######## shift_op_sequencer ########
==> shift_op_sequencer/final_congestion.png <==
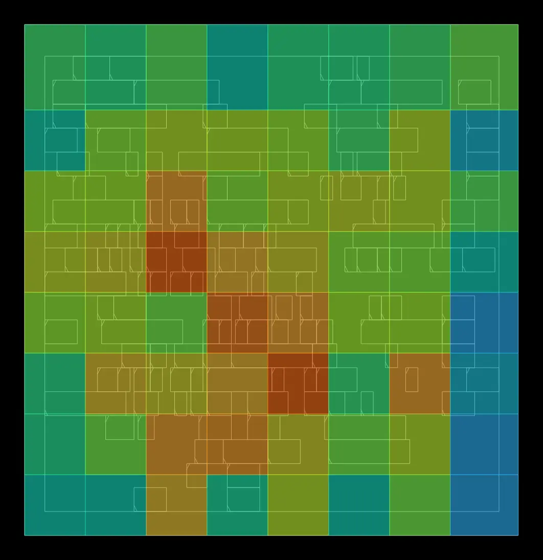

===== src/rtl/shift_op_sequencer.sv =====
// Command sequencer for the 4-bit barrel_shifter: splits a shift/rotate amount into passes of <=3.
// Optional macro SEQ_ZERO_FLAG_EN adds a res_zero flag on the result port.
module shift_op_sequencer #(
    parameter int unsigned AMT_W = 4
) (
    input  logic             clk,
    input  logic             rst,
    input  logic             cmd_valid,
    output logic             cmd_ready,
    input  logic             cmd_select,
    input  logic             cmd_direction,
    input  logic [AMT_W-1:0] cmd_amount,
    input  logic [3:0]       cmd_data,
    output logic             bs_select,
    output logic             bs_direction,
    output logic [1:0]       bs_shift_value,
    output logic [3:0]       bs_din,
    input  logic [3:0]       bs_dout,
    output logic             res_valid,
    input  logic             res_ready,
    output logic [3:0]       res_data,
    output logic             busy
`ifdef SEQ_ZERO_FLAG_EN
    ,
    output logic             res_zero
`endif
);

    localparam int unsigned DATA_W = 4;

    typedef enum logic [1:0] {
        IDLE = 2'd0,
        RUN  = 2'd1,
        DONE = 2'd2
    } state_t;

    state_t             state;
    logic [DATA_W-1:0]  work;
    logic [AMT_W-1:0]   remaining;
    logic [AMT_W-1:0]   rem_next;

    // Largest pass the shifter supports is 3 positions.
    function automatic logic [1:0] step_of(input logic [AMT_W-1:0] r);
        return (r > AMT_W'(3)) ? 2'd3 : r[1:0];
    endfunction

    // bs_shift_value always holds step_of(remaining) while in RUN.
    assign rem_next = remaining - AMT_W'(bs_shift_value);
    assign bs_din   = work;
    assign res_data = work;

    always_ff @(posedge clk or posedge rst) begin
        if (rst) begin
            state          <= IDLE;
            work           <= '0;
            remaining      <= '0;
            bs_select      <= 1'b0;
            bs_direction   <= 1'b0;
            bs_shift_value <= 2'd0;
            cmd_ready      <= 1'b1;
            res_valid      <= 1'b0;
            busy           <= 1'b0;
`ifdef SEQ_ZERO_FLAG_EN
            res_zero       <= 1'b0;
`endif
        end else begin
            case (state)
                IDLE: begin
                    if (cmd_valid && cmd_ready) begin
                        bs_select    <= cmd_select;
                        bs_direction <= cmd_direction;
                        work         <= cmd_data;
                        remaining    <= cmd_amount;
                        cmd_ready    <= 1'b0;
                        busy         <= 1'b1;
                        if (cmd_amount == '0) begin
                            state     <= DONE;
                            res_valid <= 1'b1;
`ifdef SEQ_ZERO_FLAG_EN
                            res_zero  <= (cmd_data == 4'b0000);
`endif
                        end else begin
                            state          <= RUN;
                            bs_shift_value <= step_of(cmd_amount);
                        end
                    end
                end
                RUN: begin
                    work      <= bs_dout;
                    remaining <= rem_next;
                    if (rem_next == '0) begin
                        state          <= DONE;
                        bs_shift_value <= 2'd0;
                        res_valid      <= 1'b1;
`ifdef SEQ_ZERO_FLAG_EN
                        res_zero       <= (bs_dout == 4'b0000);
`endif
                    end else begin
                        bs_shift_value <= step_of(rem_next);
                    end
                end
                DONE: begin
                    if (res_ready) begin
                        state     <= IDLE;
                        res_valid <= 1'b0;
                        busy      <= 1'b0;
                        cmd_ready <= 1'b1;
`ifdef SEQ_ZERO_FLAG_EN
                        res_zero  <= 1'b0;
`endif
                    end
                end
                default: begin
                    state     <= IDLE;
                    res_valid <= 1'b0;
                    busy      <= 1'b0;
                    cmd_ready <= 1'b1;
                end
            endcase
        end
    end

endmodule

===== config.mk =====
export PLATFORM = sky130hd
export DESIGN_NAME = shift_op_sequencer
export DESIGN_NICKNAME = d
export VERILOG_FILES = /design/src/rtl/shift_op_sequencer.sv
export SDC_FILE = /design/constraint.sdc
export NUM_CORES = 1
export LEC_CHECK = 0
export CORE_AREA = 2 2 54 56
export CTS_CLUSTER_SIZE = 8
export DETAILED_ROUTE_END_ITERATION = 10
export DIE_AREA = 0 0 56 58
export GPL_ROUTABILITY_DRIVEN = 0
export PLACE_DENSITY = 0.72
export SLEW_MARGIN = 20
export SYNTH_ARGS = -nofsm -noshare
export SYNTH_HDL_FRONTEND = slang
export SYNTH_SLANG_ARGS = --single-unit
export TNS_END_PERCENT = 1

===== constraint.sdc =====
create_clock -name clk -period 4.37 [get_ports clk]
set_input_delay 0.874 -clock clk [delete_from_list [all_inputs] [get_ports clk]]
set_output_delay 0.874 -clock clk [all_outputs]
set_load 0.005 [all_outputs]

######## gpmc_wb_bridge ########
**src/rtl/gpmc_wb_bridge.sv**
```systemverilog
// GPMC async muxed AD -> single Wishbone cycle bridge (16-bit, non-burst).
// Optional ack timeout: define GPMC_WB_TIMEOUT_EN.
module gpmc_wb_bridge #(
  parameter int ADDR_WIDTH     = 4,
  parameter int DATA_WIDTH     = 16,
  parameter int TIMEOUT_CYCLES = 255
) (
  input  logic                  clk,
  input  logic                  reset,
  input  logic                  gpmc_csn,
  input  logic                  gpmc_advn,
  input  logic                  gpmc_wen,
  input  logic                  gpmc_oen,
  input  logic [15:0]           gpmc_ad_in,
  output logic [15:0]           gpmc_ad_out,
  output logic                  gpmc_ad_oe,
  output logic [ADDR_WIDTH-1:0] wbm_address,
  output logic [DATA_WIDTH-1:0] wbm_writedata,
  input  logic [DATA_WIDTH-1:0] wbm_readdata,
  output logic                  wbm_write,
  output logic                  wbm_cycle,
  input  logic                  wbm_ack
);

  typedef enum logic [2:0] {
    IDLE,
    WR_CYC,
    RD_CYC,
    RD_DRIVE,
    WAIT_END
  } state_t;

  localparam logic [15:0] TMO_DATA = 16'hDEAD;

  state_t state, state_nx;

  // strobe order: {csn, advn, wen, oen}; csn needs no edge copy
  logic [3:0] s1, s2;
  logic [2:0] s3;

  logic csn_s, wen_s, oen_s;
  logic adv_rise, wen_fall, oen_fall;
  logic start_wr, start_rd, cyc_end, tmo;

  always_ff @(posedge clk) begin
    if (!reset) begin
      s1 <= '1;
      s2 <= '1;
      s3 <= '1;
    end else begin
      s1 <= {gpmc_csn, gpmc_advn,
             gpmc_wen, gpmc_oen};
      s2 <= s1;
      s3 <= s2[2:0];
    end
  end

  assign csn_s    = s2[3];
  assign wen_s    = s2[1];
  assign oen_s    = s2[0];
  assign adv_rise = s2[2] & ~s3[2];
  assign wen_fall = ~s2[1] & s3[1];
  assign oen_fall = ~s2[0] & s3[0];

  assign start_wr = (state == IDLE)
                  & wen_fall & ~csn_s;
  assign start_rd = (state == IDLE)
                  & oen_fall & ~wen_fall
                  & ~csn_s;
  assign cyc_end  = wbm_ack | tmo;

`ifdef GPMC_WB_TIMEOUT_EN
  localparam int CW =
    $clog2(TIMEOUT_CYCLES + 1);

  logic [CW-1:0] cnt;

  assign tmo = wbm_cycle &
    (cnt == CW'(TIMEOUT_CYCLES - 1));

  always_ff @(posedge clk) begin
    if (!reset)
      cnt <= '0;
    else if (start_wr || start_rd)
      cnt <= '0;
    else if (wbm_cycle && !tmo)
      cnt <= cnt + CW'(1);
  end
`else
  assign tmo = 1'b0;
`endif

  always_ff @(posedge clk) begin
    if (!reset)
      state <= IDLE;
    else
      state <= state_nx;
  end

  always_comb begin
    state_nx = state;
    case (state)
      IDLE: begin
        if (start_wr)
          state_nx = WR_CYC;
        else if (start_rd)
          state_nx = RD_CYC;
      end
      WR_CYC: begin
        if (cyc_end)
          state_nx = csn_s ? IDLE
                           : WAIT_END;
      end
      RD_CYC: begin
        if (cyc_end)
          state_nx = csn_s ? IDLE
                           : RD_DRIVE;
      end
      RD_DRIVE: begin
        if (oen_s || csn_s)
          state_nx = IDLE;
      end
      WAIT_END: begin
        if (wen_s || csn_s)
          state_nx = IDLE;
      end
      default: state_nx = IDLE;
    endcase
  end

  always_comb begin
    wbm_cycle  = 1'b0;
    wbm_write  = 1'b0;
    gpmc_ad_oe = 1'b0;
    case (state)
      WR_CYC: begin
        wbm_cycle = 1'b1;
        wbm_write = 1'b1;
      end
      RD_CYC:   wbm_cycle  = 1'b1;
      RD_DRIVE: gpmc_ad_oe = 1'b1;
      default: ;
    endcase
  end

  // AD is only sampled on synced strobe edges
  always_ff @(posedge clk) begin
    if (!reset) begin
      wbm_address   <= '0;
      wbm_writedata <= '0;
      gpmc_ad_out   <= '0;
    end else begin
      if (adv_rise && !csn_s)
        wbm_address <=
          gpmc_ad_in[ADDR_WIDTH-1:0];
      if (start_wr)
        wbm_writedata <= gpmc_ad_in;
      if (state == RD_CYC && cyc_end
          && !csn_s)
        gpmc_ad_out <= wbm_ack
          ? wbm_readdata : TMO_DATA;
    end
  end

endmodule
```
**config.mk**
```make
export PLATFORM = sky130hd
export DESIGN_NAME = gpmc_wb_bridge
export DESIGN_NICKNAME = d
export VERILOG_FILES = /design/src/rtl/gpmc_wb_bridge.sv
export SDC_FILE = /design/constraint.sdc
export NUM_CORES = 1
export LEC_CHECK = 0
export CORE_ASPECT_RATIO = 1.2
export CORE_MARGIN = 10
export CORE_UTILIZATION = 40
export CTS_BUF_LIST = sky130_fd_sc_hd__clkbuf_2
export CTS_CLUSTER_SIZE = 8
export DETAILED_ROUTE_END_ITERATION = 7
export PLACE_DENSITY = 0.78
export SETUP_SLACK_MARGIN = 0.3
export SYNTH_ARGS = -nofsm -noshare
export SYNTH_HDL_FRONTEND = slang
export SYNTH_SLANG_ARGS = --single-unit
export TNS_END_PERCENT = 30
```
**constraint.sdc**
```tcl
create_clock -name clk -period 1.44 [get_ports clk]
set_clock_uncertainty 0.1 [all_clocks]
set_input_delay 0.288 -clock clk [delete_from_list [all_inputs] [get_ports clk]]
set_output_delay 0.288 -clock clk [all_outputs]
set_load 0.02 [all_outputs]
```
######## exe_stage ########
<file path="config.mk">
export PLATFORM = sky130hd
export DESIGN_NAME = exe_stage
export DESIGN_NICKNAME = d
export VERILOG_FILES = /design/src/rtl/exe_stage_pkg.sv /design/src/rtl/exe_stage_seq_mul.sv /design/src/rtl/exe_stage.sv
export SDC_FILE = /design/constraint.sdc
export NUM_CORES = 1
export LEC_CHECK = 0
export ABC_CLOCK_PERIOD_IN_PS = 15300
export CAP_MARGIN = 30
export CORE_UTILIZATION = 30
export CTS_CLUSTER_DIAMETER = 60
export CTS_CLUSTER_SIZE = 14
export DETAILED_ROUTE_END_ITERATION = 6
export SLEW_MARGIN = 15
export SYNTH_ARGS = -nofsm -noshare
export SYNTH_HDL_FRONTEND = slang
export SYNTH_SLANG_ARGS = --single-unit
</file>
<file path="constraint.sdc">
create_clock -name clk -period 15.3 [get_ports clk]
set_clock_uncertainty 0.15 [all_clocks]
set_input_delay 1.53 -clock clk [delete_from_list [all_inputs] [get_ports clk]]
set_output_delay 1.53 -clock clk [all_outputs]
set_load 0.03 [all_outputs]
</file>
<file path="src/rtl/exe_stage_pkg.sv">
// exe_stage_pkg: shared definitions for the execute stage.
//   WORD_LEN      datapath width
//   CMD_*         EXE_CMD opcode encodings
//   ST_N..ST_V    bit positions inside the {N,Z,C,V} status register
//   mul_state_e   state of the iterative multiplier
//   exe_mem_t     EXE/MEM pipeline payload
package exe_stage_pkg;

  localparam int WORD_LEN = 32;

  localparam logic [3:0] CMD_MOV = 4'b0001;
  localparam logic [3:0] CMD_MVN = 4'b1001;
  localparam logic [3:0] CMD_ADD = 4'b0010;
  localparam logic [3:0] CMD_ADC = 4'b0011;
  localparam logic [3:0] CMD_SUB = 4'b0100;
  localparam logic [3:0] CMD_SBC = 4'b0101;
  localparam logic [3:0] CMD_AND = 4'b0110;
  localparam logic [3:0] CMD_ORR = 4'b0111;
  localparam logic [3:0] CMD_EOR = 4'b1000;
  localparam logic [3:0] CMD_MUL = 4'b1010;

  localparam int ST_N = 3;
  localparam int ST_Z = 2;
  localparam int ST_C = 1;
  localparam int ST_V = 0;

  typedef enum logic {
    S_IDLE    = 1'b0,
    S_MUL_RUN = 1'b1
  } mul_state_e;

  typedef struct packed {
    logic [WORD_LEN-1:0] alu_res;
    logic [WORD_LEN-1:0] st_value;
    logic                mem_r_en;
    logic                mem_w_en;
    logic                wb_en;
    logic [3:0]          dest;
  } exe_mem_t;

endpackage

</file>
<file path="src/rtl/exe_stage_seq_mul.sv">
// exe_stage_seq_mul: 32-step shift-add multiplier (low 32 bits of product).
//   clk, rst     clock, async active-high reset
//   start        accept a multiply this cycle (only honoured in S_IDLE)
//   mcand_in     multiplicand, sampled on start
//   mplier_in    multiplier, sampled on start
//   busy         combinational stall request to the front end
//   done         high in the cycle of the final step; product valid then
//   product      accumulator after the current step (valid when done)
//   state        FSM state, exported for debug
import exe_stage_pkg::*;

module exe_stage_seq_mul (
  input  logic                clk,
  input  logic                rst,
  input  logic                start,
  input  logic [WORD_LEN-1:0] mcand_in,
  input  logic [WORD_LEN-1:0] mplier_in,
  output logic                busy,
  output logic                done,
  output logic [WORD_LEN-1:0] product,
  output mul_state_e          state
);

  mul_state_e          state_next;
  logic [4:0]          count;
  logic [WORD_LEN-1:0] acc;
  logic [WORD_LEN-1:0] mcand;
  logic [WORD_LEN-1:0] mplier;
  logic [WORD_LEN-1:0] acc_next;
  logic                last_step;

  assign last_step = (state == S_MUL_RUN) && (count == 5'd31);
  assign acc_next  = mplier[0] ? (acc + mcand) : acc;
  // The final step's sum is forwarded so the product lands in EXE/MEM at
  // the same edge the last step completes.
  assign product   = acc_next;

  // State register
  always_ff @(posedge clk or posedge rst) begin
    if (rst) state <= S_IDLE;
    else     state <= state_next;
  end

  // Next-state logic
  always_comb begin
    state_next = state;
    case (state)
      S_IDLE:    if (start)     state_next = S_MUL_RUN;
      S_MUL_RUN: if (last_step) state_next = S_IDLE;
      default:                  state_next = S_IDLE;
    endcase
  end

  // Output logic: busy drops in the last step so the front end can advance
  // on the same edge that writes the product.
  always_comb begin
    busy = 1'b0;
    done = 1'b0;
    case (state)
      S_IDLE:    busy = start;
      S_MUL_RUN: begin
        busy = !last_step;
        done = last_step;
      end
      default: ;
    endcase
  end

  // Datapath registers
  always_ff @(posedge clk or posedge rst) begin
    if (rst) begin
      count  <= '0;
      acc    <= '0;
      mcand  <= '0;
      mplier <= '0;
    end else if (state == S_IDLE) begin
      if (start) begin
        count  <= '0;
        acc    <= '0;
        mcand  <= mcand_in;
        mplier <= mplier_in;
      end
    end else begin
      acc    <= acc_next;
      mcand  <= mcand << 1;
      mplier <= mplier >> 1;
      count  <= count + 5'd1;
    end
  end

endmodule

</file>
<file path="src/rtl/exe_stage.sv">
// exe_stage: execute stage. ALU, NZCV status register, EXE/MEM register and
// the iterative multiplier.
//   clk, rst                       clock, async active-high reset
//   flush                          kill the instruction presented this cycle
//   EXE_CMD, S                     opcode, status-update enable
//   MEM_R_EN_in, MEM_W_EN_in,
//   WB_EN_in, Dest_in              ID/EXE control
//   Val1, Val2, ST_value_in        operands and store data
//   ALU_res, ST_value, MEM_R_EN,
//   MEM_W_EN, WB_EN, Dest          registered EXE/MEM payload
//   status                         registered {N,Z,C,V}
//   busy                           combinational stall
//   dbg_state                      multiplier FSM state (debug)
//
// Handshake: there is no valid/ready pair. busy is a stall: while it is high
// the upstream stage must hold EXE_CMD and all operands/controls unchanged;
// the instruction presented in a cycle with busy low is consumed at the edge.
import exe_stage_pkg::*;

module exe_stage (
  input  logic                clk,
  input  logic                rst,
  input  logic                flush,
  input  logic [3:0]          EXE_CMD,
  input  logic                S,
  input  logic                MEM_R_EN_in,
  input  logic                MEM_W_EN_in,
  input  logic                WB_EN_in,
  input  logic [3:0]          Dest_in,
  input  logic [WORD_LEN-1:0] Val1,
  input  logic [WORD_LEN-1:0] Val2,
  input  logic [WORD_LEN-1:0] ST_value_in,
  output logic [WORD_LEN-1:0] ALU_res,
  output logic [WORD_LEN-1:0] ST_value,
  output logic                MEM_R_EN,
  output logic                MEM_W_EN,
  output logic                WB_EN,
  output logic [3:0]          Dest,
  output logic [3:0]          status,
  output logic                busy,
  output mul_state_e          dbg_state
);

  exe_mem_t            exe_mem_q;
  exe_mem_t            cap_q;      // controls of the multiply in flight
  logic                cap_s_q;
  logic                is_mul;
  logic                accept_mul;
  logic                mul_done;
  logic [WORD_LEN-1:0] mul_product;

  logic [WORD_LEN-1:0] alu_res;
  logic [3:0]          alu_status;
  logic                op_valid;
  logic                is_arith;
  logic [WORD_LEN-1:0] add_b;
  logic                add_cin;
  logic [WORD_LEN:0]   add_full;

  assign is_mul     = (EXE_CMD == CMD_MUL);
  assign accept_mul = (dbg_state == S_IDLE) && is_mul && !flush;

  exe_stage_seq_mul u_mul (
    .clk       (clk),
    .rst       (rst),
    .start     (accept_mul),
    .mcand_in  (Val1),
    .mplier_in (Val2),
    .busy      (busy),
    .done      (mul_done),
    .product   (mul_product),
    .state     (dbg_state)
  );

  // Subtraction is Val1 + ~Val2 + cin, so C is the no-borrow flag and V is
  // judged on the operands as actually fed to the adder.
  always_comb begin
    alu_res    = '0;
    alu_status = status;
    op_valid   = 1'b1;
    is_arith   = 1'b0;
    add_b      = Val2;
    add_cin    = 1'b0;
    case (EXE_CMD)
      CMD_ADD: is_arith = 1'b1;
      CMD_ADC: begin is_arith = 1'b1; add_cin = status[ST_C]; end
      CMD_SUB: begin is_arith = 1'b1; add_b = ~Val2; add_cin = 1'b1; end
      CMD_SBC: begin is_arith = 1'b1; add_b = ~Val2; add_cin = status[ST_C]; end
      default: ;
    endcase
    add_full = {1'b0, Val1} + {1'b0, add_b} + {{WORD_LEN{1'b0}}, add_cin};
    case (EXE_CMD)
      CMD_MOV: alu_res = Val2;
      CMD_MVN: alu_res = ~Val2;
      CMD_ADD, CMD_ADC, CMD_SUB, CMD_SBC: alu_res = add_full[WORD_LEN-1:0];
      CMD_AND: alu_res = Val1 & Val2;
      CMD_ORR: alu_res = Val1 | Val2;
      CMD_EOR: alu_res = Val1 ^ Val2;
      default: op_valid = 1'b0;
    endcase
    if (op_valid) begin
      alu_status[ST_N] = alu_res[WORD_LEN-1];
      alu_status[ST_Z] = (alu_res == '0);
      if (is_arith) begin
        alu_status[ST_C] = add_full[WORD_LEN];
        alu_status[ST_V] = (Val1[WORD_LEN-1] == add_b[WORD_LEN-1]) &&
                           (alu_res[WORD_LEN-1] != Val1[WORD_LEN-1]);
      end
    end
  end

  always_ff @(posedge clk or posedge rst) begin
    if (rst) begin
      exe_mem_q <= '0;
      cap_q     <= '0;
      cap_s_q   <= 1'b0;
      status    <= '0;
    end else if (dbg_state == S_MUL_RUN) begin
      // Inputs and flush are ignored until the product retires.
      if (mul_done) begin
        exe_mem_q         <= cap_q;
        exe_mem_q.alu_res <= mul_product;
        if (cap_s_q) begin
          status[ST_N] <= mul_product[WORD_LEN-1];
          status[ST_Z] <= (mul_product == '0);
        end
      end else begin
        exe_mem_q <= '0;
      end
    end else if (flush || is_mul) begin
      exe_mem_q <= '0;
      if (accept_mul) begin
        cap_q.alu_res  <= '0;
        cap_q.st_value <= ST_value_in;
        cap_q.mem_r_en <= MEM_R_EN_in;
        cap_q.mem_w_en <= MEM_W_EN_in;
        cap_q.wb_en    <= WB_EN_in;
        cap_q.dest     <= Dest_in;
        cap_s_q        <= S;
      end
    end else begin
      exe_mem_q.alu_res  <= alu_res;
      exe_mem_q.st_value <= ST_value_in;
      exe_mem_q.mem_r_en <= MEM_R_EN_in;
      exe_mem_q.mem_w_en <= MEM_W_EN_in;
      exe_mem_q.wb_en    <= WB_EN_in;
      exe_mem_q.dest     <= Dest_in;
      if (S && op_valid) status <= alu_status;
    end
  end

  assign ALU_res  = exe_mem_q.alu_res;
  assign ST_value = exe_mem_q.st_value;
  assign MEM_R_EN = exe_mem_q.mem_r_en;
  assign MEM_W_EN = exe_mem_q.mem_w_en;
  assign WB_EN    = exe_mem_q.wb_en;
  assign Dest     = exe_mem_q.dest;

endmodule

</file>
######## ckp_wheel_gen ########
`src/rtl/ckp_pkg.sv`:
```
// Shared types and default constants for the crankshaft wheel generator.
package ckp_pkg;

    typedef enum logic [1:0] {
        IDLE = 2'd0,
        HIGH = 2'd1,
        LOW  = 2'd2,
        GAP  = 2'd3
    } ckp_state_e;

    localparam int MIN_PERIOD = 4;
    localparam int TOOTH_NUM  = 60;
    localparam int GAP_TEETH  = 2;

endpackage

```
`src/rtl/counter.sv`:
```
// Generic loadable up/down counter: srst beats sload beats ena; sel=1 counts down.
module counter #(
    parameter int WIDTH = 8
) (
    input  logic             clk,
    input  logic             rst,
    input  logic             ena,
    input  logic             sload,
    input  logic             srst,
    input  logic             sel,
    input  logic [WIDTH-1:0] data,
    output logic [WIDTH-1:0] q
);

    logic [WIDTH-1:0] q_q;
    logic [WIDTH-1:0] q_d;

    always_comb begin
        q_d = q_q;
        if (srst) begin
            q_d = '0;
        end else if (sload) begin
            q_d = data;
        end else if (ena) begin
            q_d = sel ? (q_q - WIDTH'(1)) : (q_q + WIDTH'(1));
        end
    end

    always_ff @(posedge clk or negedge rst) begin
        if (!rst) begin
            q_q <= '0;
        end else begin
            q_q <= q_d;
        end
    end

    assign q = q_q;

endmodule

```
`src/rtl/d_flip_flop.sv`:
```
// Enabled register with asynchronous active-low clear.
module d_flip_flop #(
    parameter int WIDTH = 1
) (
    input  logic             clk,
    input  logic             rst,
    input  logic             ena,
    input  logic [WIDTH-1:0] d,
    output logic [WIDTH-1:0] q
);

    logic [WIDTH-1:0] q_q;

    always_ff @(posedge clk or negedge rst) begin
        if (!rst) begin
            q_q <= '0;
        end else if (ena) begin
            q_q <= d;
        end
    end

    assign q = q_q;

endmodule

```
`src/rtl/ckp_wheel_gen.sv`:
```
// 60-2 style crankshaft wheel generator: one tooth per latched period, missing
// teeth emitted as a single long inactive gap before tooth 0.
module ckp_wheel_gen #(
    parameter int PER_WIDTH  = 24,
    parameter int TOOTH_NUM  = ckp_pkg::TOOTH_NUM,
    parameter int GAP_TEETH  = ckp_pkg::GAP_TEETH,
    parameter int TCNT_WIDTH = 6,
    parameter bit CKP_INV    = 1'b0
) (
    input  logic                  clk,
    input  logic                  rst,
    input  logic                  ena,
    input  logic [PER_WIDTH-1:0]  period_in,
    output logic                  ckp,
    output logic [TCNT_WIDTH-1:0] tooth_num,
    output logic                  rev_strobe,
    output logic                  running
);

    import ckp_pkg::*;

    // Two extra bits so GAP_TEETH*P fits for GAP_TEETH up to 3.
    localparam int CW = PER_WIDTH + 2;
    localparam logic [TCNT_WIDTH-1:0] LAST_TOOTH = TCNT_WIDTH'(TOOTH_NUM - GAP_TEETH - 1);
    localparam logic [TCNT_WIDTH-1:0] GAP_POS    = TCNT_WIDTH'(TOOTH_NUM - GAP_TEETH);

    function automatic logic [CW-1:0] high_len_m1(input logic [PER_WIDTH-1:0] p);
        return CW'(p >> 1) - CW'(1);
    endfunction

    function automatic logic [CW-1:0] low_len_m1(input logic [PER_WIDTH-1:0] p);
        return CW'(p) - CW'(p >> 1) - CW'(1);
    endfunction

    function automatic logic [CW-1:0] gap_len_m1(input logic [PER_WIDTH-1:0] p);
        return CW'(GAP_TEETH) * CW'(p) - CW'(1);
    endfunction

    ckp_state_e            state_q;
    ckp_state_e            state_d;
    logic [TCNT_WIDTH-1:0] tooth_q;
    logic [TCNT_WIDTH-1:0] tooth_d;
    logic                  ckp_q;
    logic                  rev_q;
    logic                  rev_d;
    logic                  run_q;

    logic [CW-1:0]         cnt_q;
    logic [CW-1:0]         cnt_val;
    logic                  cnt_ld;
    logic                  cnt_clr;
    logic                  cnt_en;
    logic                  cnt_zero;

    logic [PER_WIDTH-1:0]  per_q;
    logic                  per_ld;
    logic                  start_ok;

    assign start_ok = ena && (period_in >= PER_WIDTH'(MIN_PERIOD));
    assign cnt_zero = (cnt_q == '0);
    assign cnt_en   = (state_q != IDLE);

    counter #(
        .WIDTH (CW)
    ) u_phase_cnt (
        .clk   (clk),
        .rst   (rst),
        .ena   (cnt_en),
        .sload (cnt_ld),
        .srst  (cnt_clr),
        .sel   (1'b1),
        .data  (cnt_val),
        .q     (cnt_q)
    );

    d_flip_flop #(
        .WIDTH (PER_WIDTH)
    ) u_per_latch (
        .clk (clk),
        .rst (rst),
        .ena (per_ld),
        .d   (period_in),
        .q   (per_q)
    );

    // Every entry into HIGH is a tooth boundary: period_in is latched only there.
    always_comb begin
        state_d = state_q;
        tooth_d = tooth_q;
        rev_d   = 1'b0;
        cnt_ld  = 1'b0;
        cnt_clr = 1'b0;
        cnt_val = '0;
        per_ld  = 1'b0;
        unique case (state_q)
            IDLE: begin
                cnt_clr = 1'b1;
                if (start_ok) begin
                    state_d = HIGH;
                    tooth_d = '0;
                    rev_d   = 1'b1;
                    per_ld  = 1'b1;
                    cnt_clr = 1'b0;
                    cnt_ld  = 1'b1;
                    cnt_val = high_len_m1(period_in);
                end
            end
            HIGH: begin
                if (cnt_zero) begin
                    state_d = LOW;
                    cnt_ld  = 1'b1;
                    cnt_val = low_len_m1(per_q);
                end
            end
            LOW: begin
                if (cnt_zero) begin
                    if (tooth_q == LAST_TOOTH) begin
                        state_d = GAP;
                        tooth_d = GAP_POS;
                        cnt_ld  = 1'b1;
                        cnt_val = gap_len_m1(per_q);
                    end else if (start_ok) begin
                        state_d = HIGH;
                        tooth_d = tooth_q + TCNT_WIDTH'(1);
                        per_ld  = 1'b1;
                        cnt_ld  = 1'b1;
                        cnt_val = high_len_m1(period_in);
                    end else begin
                        state_d = IDLE;
                        tooth_d = '0;
                        cnt_clr = 1'b1;
                    end
                end
            end
            GAP: begin
                if (cnt_zero) begin
                    if (start_ok) begin
                        state_d = HIGH;
                        tooth_d = '0;
                        rev_d   = 1'b1;
                        per_ld  = 1'b1;
                        cnt_ld  = 1'b1;
                        cnt_val = high_len_m1(period_in);
                    end else begin
                        state_d = IDLE;
                        tooth_d = '0;
                        cnt_clr = 1'b1;
                    end
                end
            end
            default: begin
                state_d = IDLE;
                tooth_d = '0;
                cnt_clr = 1'b1;
            end
        endcase
    end

    // Outputs are registered from next-state so they line up with the FSM state.
    always_ff @(posedge clk or negedge rst) begin
        if (!rst) begin
            state_q <= IDLE;
            tooth_q <= '0;
            ckp_q   <= CKP_INV;
            rev_q   <= 1'b0;
            run_q   <= 1'b0;
        end else begin
            state_q <= state_d;
            tooth_q <= tooth_d;
            ckp_q   <= (state_d == HIGH) ^ CKP_INV;
            rev_q   <= rev_d;
            run_q   <= (state_d != IDLE);
        end
    end

    assign ckp        = ckp_q;
    assign tooth_num  = tooth_q;
    assign rev_strobe = rev_q;
    assign running    = run_q;

endmodule

```
`config.mk`:
```
export PLATFORM = sky130hd
export DESIGN_NAME = ckp_wheel_gen
export DESIGN_NICKNAME = d
export VERILOG_FILES = /design/src/rtl/ckp_pkg.sv /design/src/rtl/counter.sv /design/src/rtl/d_flip_flop.sv /design/src/rtl/ckp_wheel_gen.sv
export SDC_FILE = /design/constraint.sdc
export NUM_CORES = 1
export LEC_CHECK = 0
export CORE_ASPECT_RATIO = 1.1
export CORE_MARGIN = 4
export CORE_UTILIZATION = 40
export CTS_CLUSTER_DIAMETER = 40
export CTS_CLUSTER_SIZE = 16
export DETAILED_ROUTE_END_ITERATION = 10
export SLEW_MARGIN = 5
export SYNTH_ARGS = -nofsm -noshare
export SYNTH_HDL_FRONTEND = slang
export SYNTH_SLANG_ARGS = --single-unit
```
`constraint.sdc`:
```
create_clock -name clk -period 4.4 [get_ports clk]
set_input_delay 0.66 -clock clk [delete_from_list [all_inputs] [get_ports clk]]
set_output_delay 0.66 -clock clk [all_outputs]
set_load 0.005 [all_outputs]
```
==> gpmc_wb_bridge/registers.png <==
Other sequential cells in the stronger grey, the rest of the logic in the fainter grey.
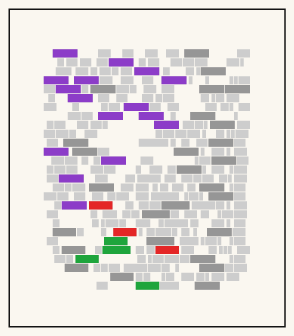
- red: `s3` (flops 3)
- purple: `wbm_writedata` (flops 16)
- green: `s2` (flops 4; where bottom centre)
- not coloured: 27

==> ci_impl_report.md, gpmc_wb_bridge <==
## Synthesis and layout report

| Metric | Value |
|---|---|
| Status | complete, but fails checks |
| Failing checks | setup timing |
| CTS Buf Count | 5 |
| Nets at Floorplan | between 200 and 250 |
| Clock sinks | around 50 |
| Xor/xnor share | 0.00453 |
| OpenROAD warnings | 29 |
| Most frequent logic cell in the layout | buf_6 |
| Min Hold Slack | 0.290 ns |
| Int Pwr | 0.00175 W |
| Clk buf depth | 2 |
| Power, Total | around 0.0023 W |
| Hold Crit Start | wbm_readdata[6] |
| Inverters | 0 |
| Clock tree cell share of total cell area | 0.0122 |
| Critical-path cell list | or4b_4 -> a21oi_4 -> a211oi_4 -> o211a_1 |
| Hold_buf cts | 0 |
| Sw Ratio | 0.243 |
| WL final | around 5000 um |
| Final setup viols | 34 |
| NumNets Final | 324 |
| DR WL/cell | 14.6 um |
| Reg2reg end | state[1] |
| Synth warnings | 0 |
| Routed length on met3 | between 400 and 500 um |
| Post-synth top area cell | dfxtp_1 |
| Total die size | around 8000 um2 |
| Multi-input logic area | between 900 and 1000 um2 |
| Flop pwr share | 0.619 |
| Clk ins delay skew pair | ~0.4 ns |
| Layout Cell Area excl Fill | 3170 um2 |
| GP Congestion | 0.763 |
| Initial antenna violation count | 0 |
| TNS Setup | -3.20 ns |
| Number of diodes | 0 |
| Fin cells | 344 |
| Worst hold path type | in -> reg |
| Min Tclk post-route | approximately 1.6 ns |
| Worst-margin pin slew | between 0.4 and 0.5 ns |
| Crit path launch | state[1] |
| Dpl cells | about 340 |
| Area after DPL | 2910 um2 |
| Biggest regs | gpmc_ad_out (16), wbm_writedata (16) |
| Vias per std cell | between 4 and 5 |
| Sequential cell area share | 0.334 |
| # rows | 27 |
| Final period util | 1.13 |
| Data-path buffer share of cell area in the final layout | 0.335 |
| PnR worst setup slack | -0.186 ns |
| First-pass GRT wire length | roughly 8000 um |
| Relative slew slack | 0.727 |
| IO Port Bufs | between 70 and 80 |
| Logic power comb | between 0.0003 and 0.0004 W |
| Post-CTS Setup Inserts | 0 |
| Pleak | approximately 1.2 nW |
| Total number of cells along the worst setup path | 4 |
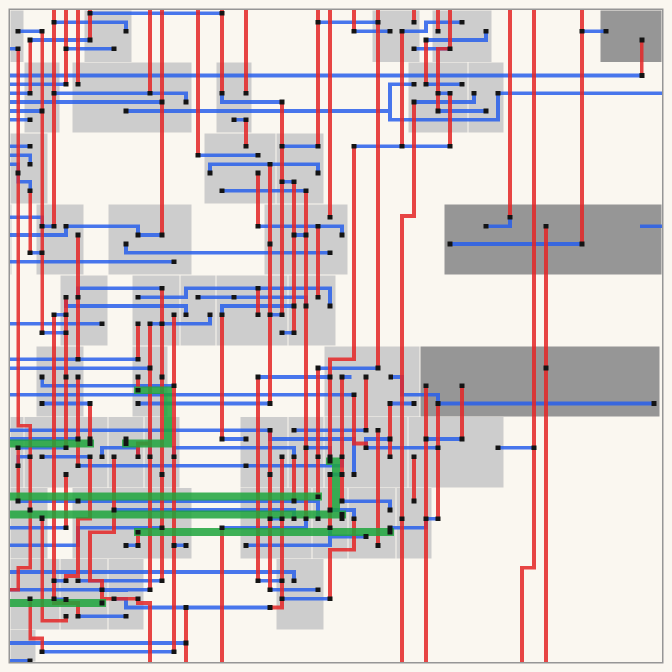
(exe_stage/zoom.png)
Window x 160 to 185, y 45 to 70 um. Cells in grey, sequential cells in the stronger grey; small squares are vias.
- blue: met1
- red: met2
- green: met3
- netlist names of flops here include: `u_mul.acc` (2)
- cells with their middle in the window: 41
- most frequent: nand2_1 (7), a21oi_1 (6)
- sequential cells in the window: 2

==> ci_impl_report.md, exe_stage <==
## Synthesis and layout report

| Metric | Value |
|---|---|
| Combinational fraction of the cell area | 0.498 |
| TritonCTS clock tree | built |
| WP buf/inv | 4 |
| Yosys top cell area share | 0.350 |
| GP Congestion | approximately 0.91 |
| Die Span Y | 229 um |
| F_max | 157 MHz |
| Pleak | ~8 nW |
| PnR worst setup slack | ~9 ns |
| Layout Cell Area excl Fill | between 15,000 and 20,000 um2 |
| CTS Buf Count | 25 |
| DP Worst Slack | between 8 and 9 ns |
| Critical-path cell list | clkdlybuf4s50_1 -> nor3b_2 -> buf_4 -> inv_1 -> o21ai_0 -> fa_1 -> inv_1 -> fa_1 -> nand2b_1 -> a21oi_1 -> o21ai_0 -> a31oi_1 -> a21boi_1 -> xnor2_1 -> a211oi_1 -> nand4_1 -> or4_1 -> o41ai_2 |
| FF+latch area | approximately 5400 um2 |
| First-pass GRT wire length | about 78,000 um |
| GR Util met3 | 0.0208 |
| Synth async-reset ratio | 1.00 |
| GRT Total Usage | 0.189 |
| Flops | 217 |
| P_seq | roughly 0.00085 W |
| Worst hold stages | 2 |
| Status | finished clean |
| Flop pwr share | 0.333 |
| Post-CTS Setup Inserts | 0 |
| Logic power comb | 0.00112 W |
| Vias in the first global route | 13,200 |
| I/O pin total | ~190 |
| TNS Setup | 0 ns |
| Met2 wire len | between 20,000 and 25,000 um |
| Syn_area_per_cell | 9.02 um2 |
| Crit path kind | in -> reg |
| Post-DP HPWL | 37,900 um |
| Reg2reg setup slack | roughly 11 ns |
| Adders+Majority by Area | 0.107 |
| DR WL/cell | between 15 and 20 um |
| Flip-flops with a built-in enable | 0 |
| R2R cell count | 15 |
| Relative slew slack | 0.353 |
| Switching power | ~0.0011 W |
==> shift_op_sequencer/zoom.png <==
Window x 30 to 55, y 2 to 27 um. Cells in grey, sequential cells in the stronger grey; small squares are vias.
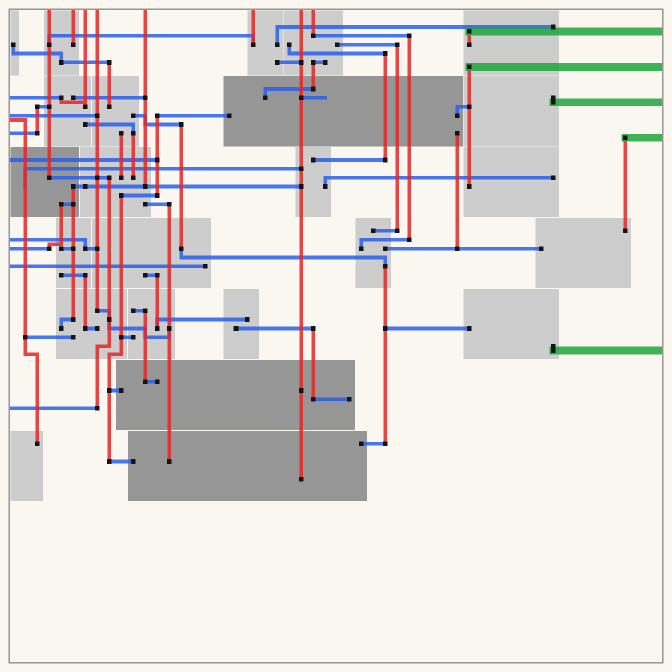
- green: met3
- red: met2
- blue: met1
- cells with their middle in the window: 21
- sequential cells in the window: 3
- most frequent: clkdlybuf4s50_1 (5), nor2_1 (3), dfrtp_1 (3)

==> shift_op_sequencer/registers.png <==
Other sequential cells in the stronger grey, the rest of the logic in the fainter grey.
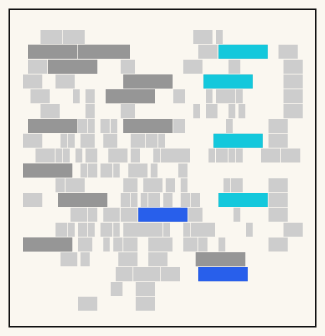
- cyan: `bs_din` (flops 4)
- blue: `bs_shift_value` (flops 2)
- not coloured: 11
Final Util: 0.506
sequential cell area share: 0.317
FF+latch area: 427 um2

Notes on shift_op_sequencer/final_congestion.png above:
GR Util met3: 0.0313
global-route track usage on met2: 0.296
GRT Total Usage: 0.165
GRT busiest layer: met2

==> ci_impl_report.md, shift_op_sequencer <==
## Synthesis and layout report

| Metric | Value |
|---|---|
| Status | finished clean |
| Cts repair resizes | 0 |
| Vias in the first global route | ~960 |
| Area growth from synthesis to final layout | 32.6% |
| Clkbuf count | 3 |
| Switching power | between 0.0003 and 0.0004 W |
| Most frequent logic cell in the layout | clkdlybuf4s50_1 |
| Critical-path cell list | clkdlybuf4s50_1 |
| TNS Setup | 0 ns |
| Dpl cells | approximately 170 |
| Final global-route overflow total | 0 |
| Vias | approximately 940 |
| Most frequent cell after synthesis | dfrtp_1 |
| Slowest stage delay, CP | slightly below 0.6 ns |
| YS chip area | 1020 um2 |
| Top Layout Cells | clkdlybuf4s50_1 (32), dfrtp_1 (16), nor2_1 (15), nand2_1 (12), inv_1 (9) |
| Layout Cell Area excl Fill | 1350 um2 |
| Logic power comb | around 0.00051 W |
| Max IR drop VDD | between 0.0003 and 0.0004 V |
| Area after DPL | between 1000 and 1500 um2 |
| Cell Pwr Density | 662 nW/um2 |
| Nets at Floorplan | 136 |
| Comb power frac | 0.570 |
| Clock tree cell share of total cell area | 0.0204 |
| Clk buf depth | 2 |
| Final setup viols | 0 |
| Clk ins delay skew pair | ~0.29 ns |
| Worst hold path type | reg -> reg |
| Filler cell count | 289 |
| Final Hold Viols | 0 |
| Initial antenna violation count | 0 |
| Total number of cells along the worst setup path | 1 |
| Min Tclk post-route | approximately 2.3 ns |
| Met1 wire length | between 1000 and 1500 um |
| Initial DRC Count | 18 |
| Min Hold Slack | 0.530 ns |
| Mux share | 0.0320 |
| Hold_buf cts | 0 |
| Flop pwr share | 0.335 |
| Cell Area, Synth | 1020 um2 |
| Vias per std cell | 5.42 |
| Xor/xnor share | 0 |
| Worst hold stages | 2 |
| I/O pin total | 33 |
| Synth async-reset ratio | 1.00 |
| Flops | 17 |
| WP buf/inv | 1 |
| Chip width | 56 um |
| Compound Share, Synth | 0.216 |
| RR Startpoint | bs_shift_value[0] |
| Worst EP required | around 3.5 ns |
| Worst setup EP type | output pin |
| Unrepaired setup endpoints after global routing | no |
| Buffers, non-clock | 32 |
| DR WL/cell | roughly 14 um |
| Multi-input logic area | approximately 500 um2 |
| Pre-Repair DR Iteration Count | 4 |
| Commonest flop | dfrtp_1 |
| Fin cells | 173 |
| Relative slew slack | 0.559 |
| Die Span Y | roughly 58 um |
| CTS clk-pin slew, worst paths | around 0.1 ns |
| Clock sinks | 17 |
| Top post-synthesis cells by count | dfrtp_1 (16), nor2_1 (15), nand2_1 (12) |
| Reg2reg setup slack | 2.40 ns |
| Crit path arrival time | between 1 and 1.5 ns |
| Reg2reg end | state[0] |
| Worst path slowest cell | dfstp_2 |
==> ckp_wheel_gen/metal_stack.png <==
Only two layers are drawn.
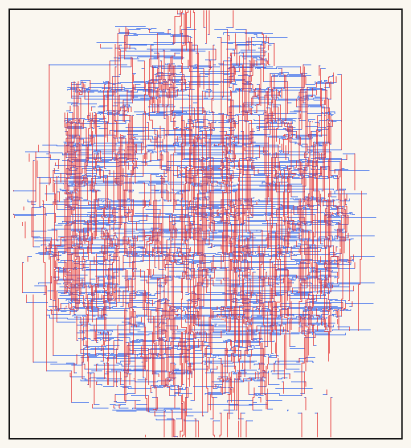
- blue: met1 (wire length 10,900 um)
- red: met2 (wire length 11,100 um)

==> ci_impl_report.md, ckp_wheel_gen <==
## Synthesis and layout report

| Metric | Value |
|---|---|
| Status | finished clean |
| Final setup viols | 0 |
| Crit path launch type | flip-flop |
| Buffers, non-clock | about 56 |
| Syn_area_per_cell | 7.71 um2 |
| Unrepaired setup endpoints after global routing | no |
| Relative slew slack | 0.437 |
| Final Hold Viols | 0 |
| DP Worst Slack | 0.432 ns |
| Pre-Repair DR Iteration Count | 5 |
| WP buf/inv | 1 |
| Crit path kind | reg -> reg |
| Worst setup EP type | flip-flop |
| Crit path launch | u_per_latch.q[2] |
| OpenROAD warnings | ~57 |

==> layout pictures side by side <==
Track usage over the die.
picture 1
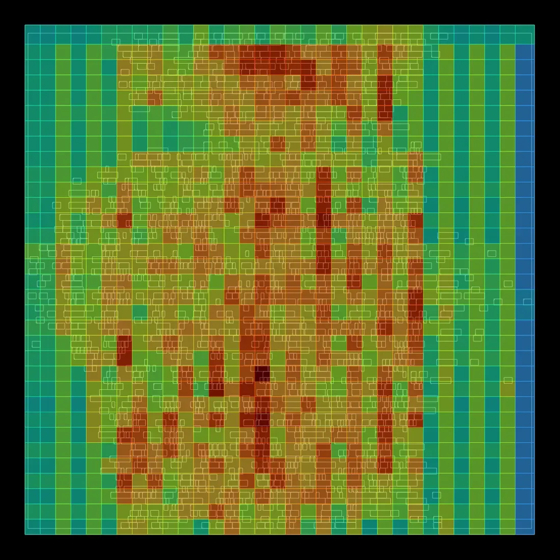
picture 2
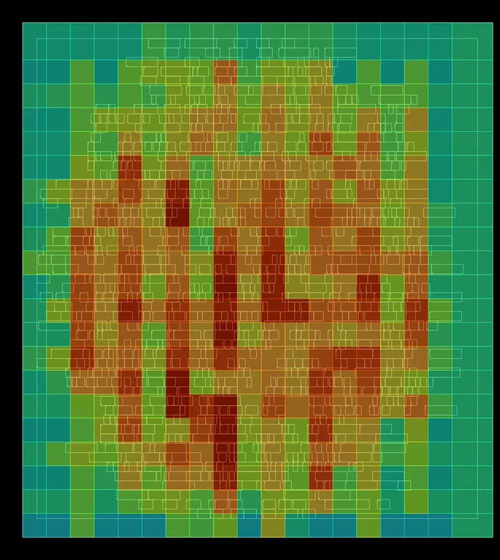
picture 3
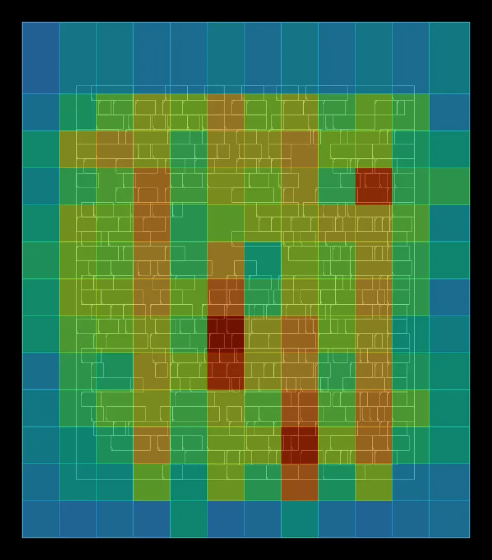
exe_stage -> picture 1
ckp_wheel_gen -> picture 2
gpmc_wb_bridge -> picture 3
Of these, lowest utilization: picture 1



==> layout pictures side by side <==
PDN straps and rails.
shot_01.png
Bar = 50 um. Pins as bars on the die edge. Tap cells in grey.
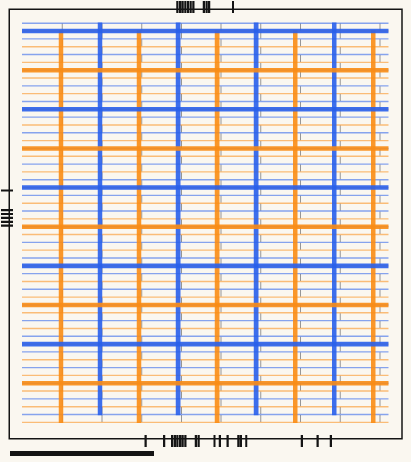
shot_02.png
Bar = 20 um. Pins as bars on the die edge. Tap cells in grey.
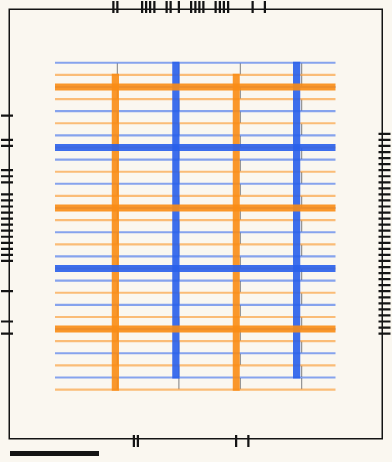
shot_03.png
Bar = 50 um. Pins as bars on the die edge. Tap cells in grey.
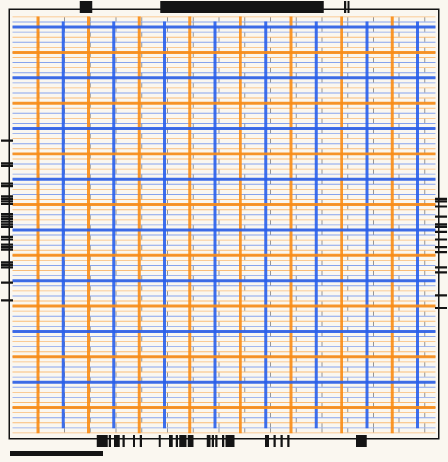
shot_04.png
Bar = 20 um. Pins as bars on the die edge. Tap cells in grey.
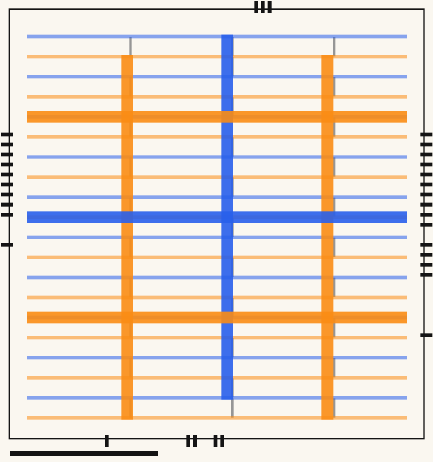
- shot_04.png = shift_op_sequencer
- shot_01.png = ckp_wheel_gen
- shot_03.png = exe_stage
- shot_02.png = gpmc_wb_bridge
- smallest die: shot_04.png
- most pins: shot_03.png


==> notes/layouts.md <==
Pictures saved along the way, in no particular order.

Signal wires by layer.
Only two layers are drawn.
(a)
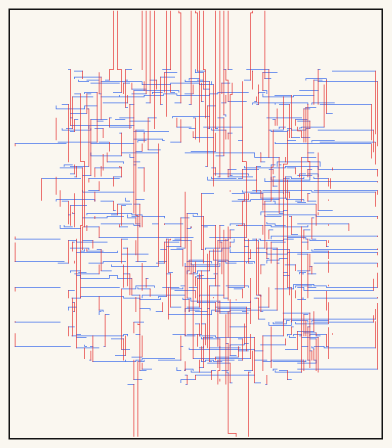
(b)
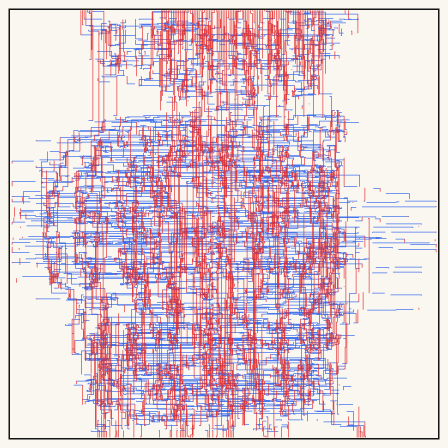
(c)
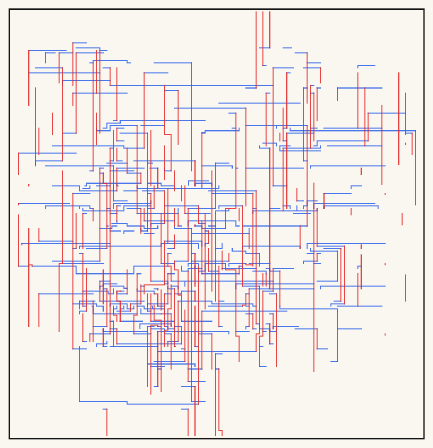
(a) -> gpmc_wb_bridge
(b) -> exe_stage
(c) -> shift_op_sequencer
The one with the most wire is (b).
The one with the least wire is (c).

Key to (a):
- red: met2 (wire length 2,340 um)
- blue: met1 (wire length 2,140 um)

Power and IR drop assume default switching activity.
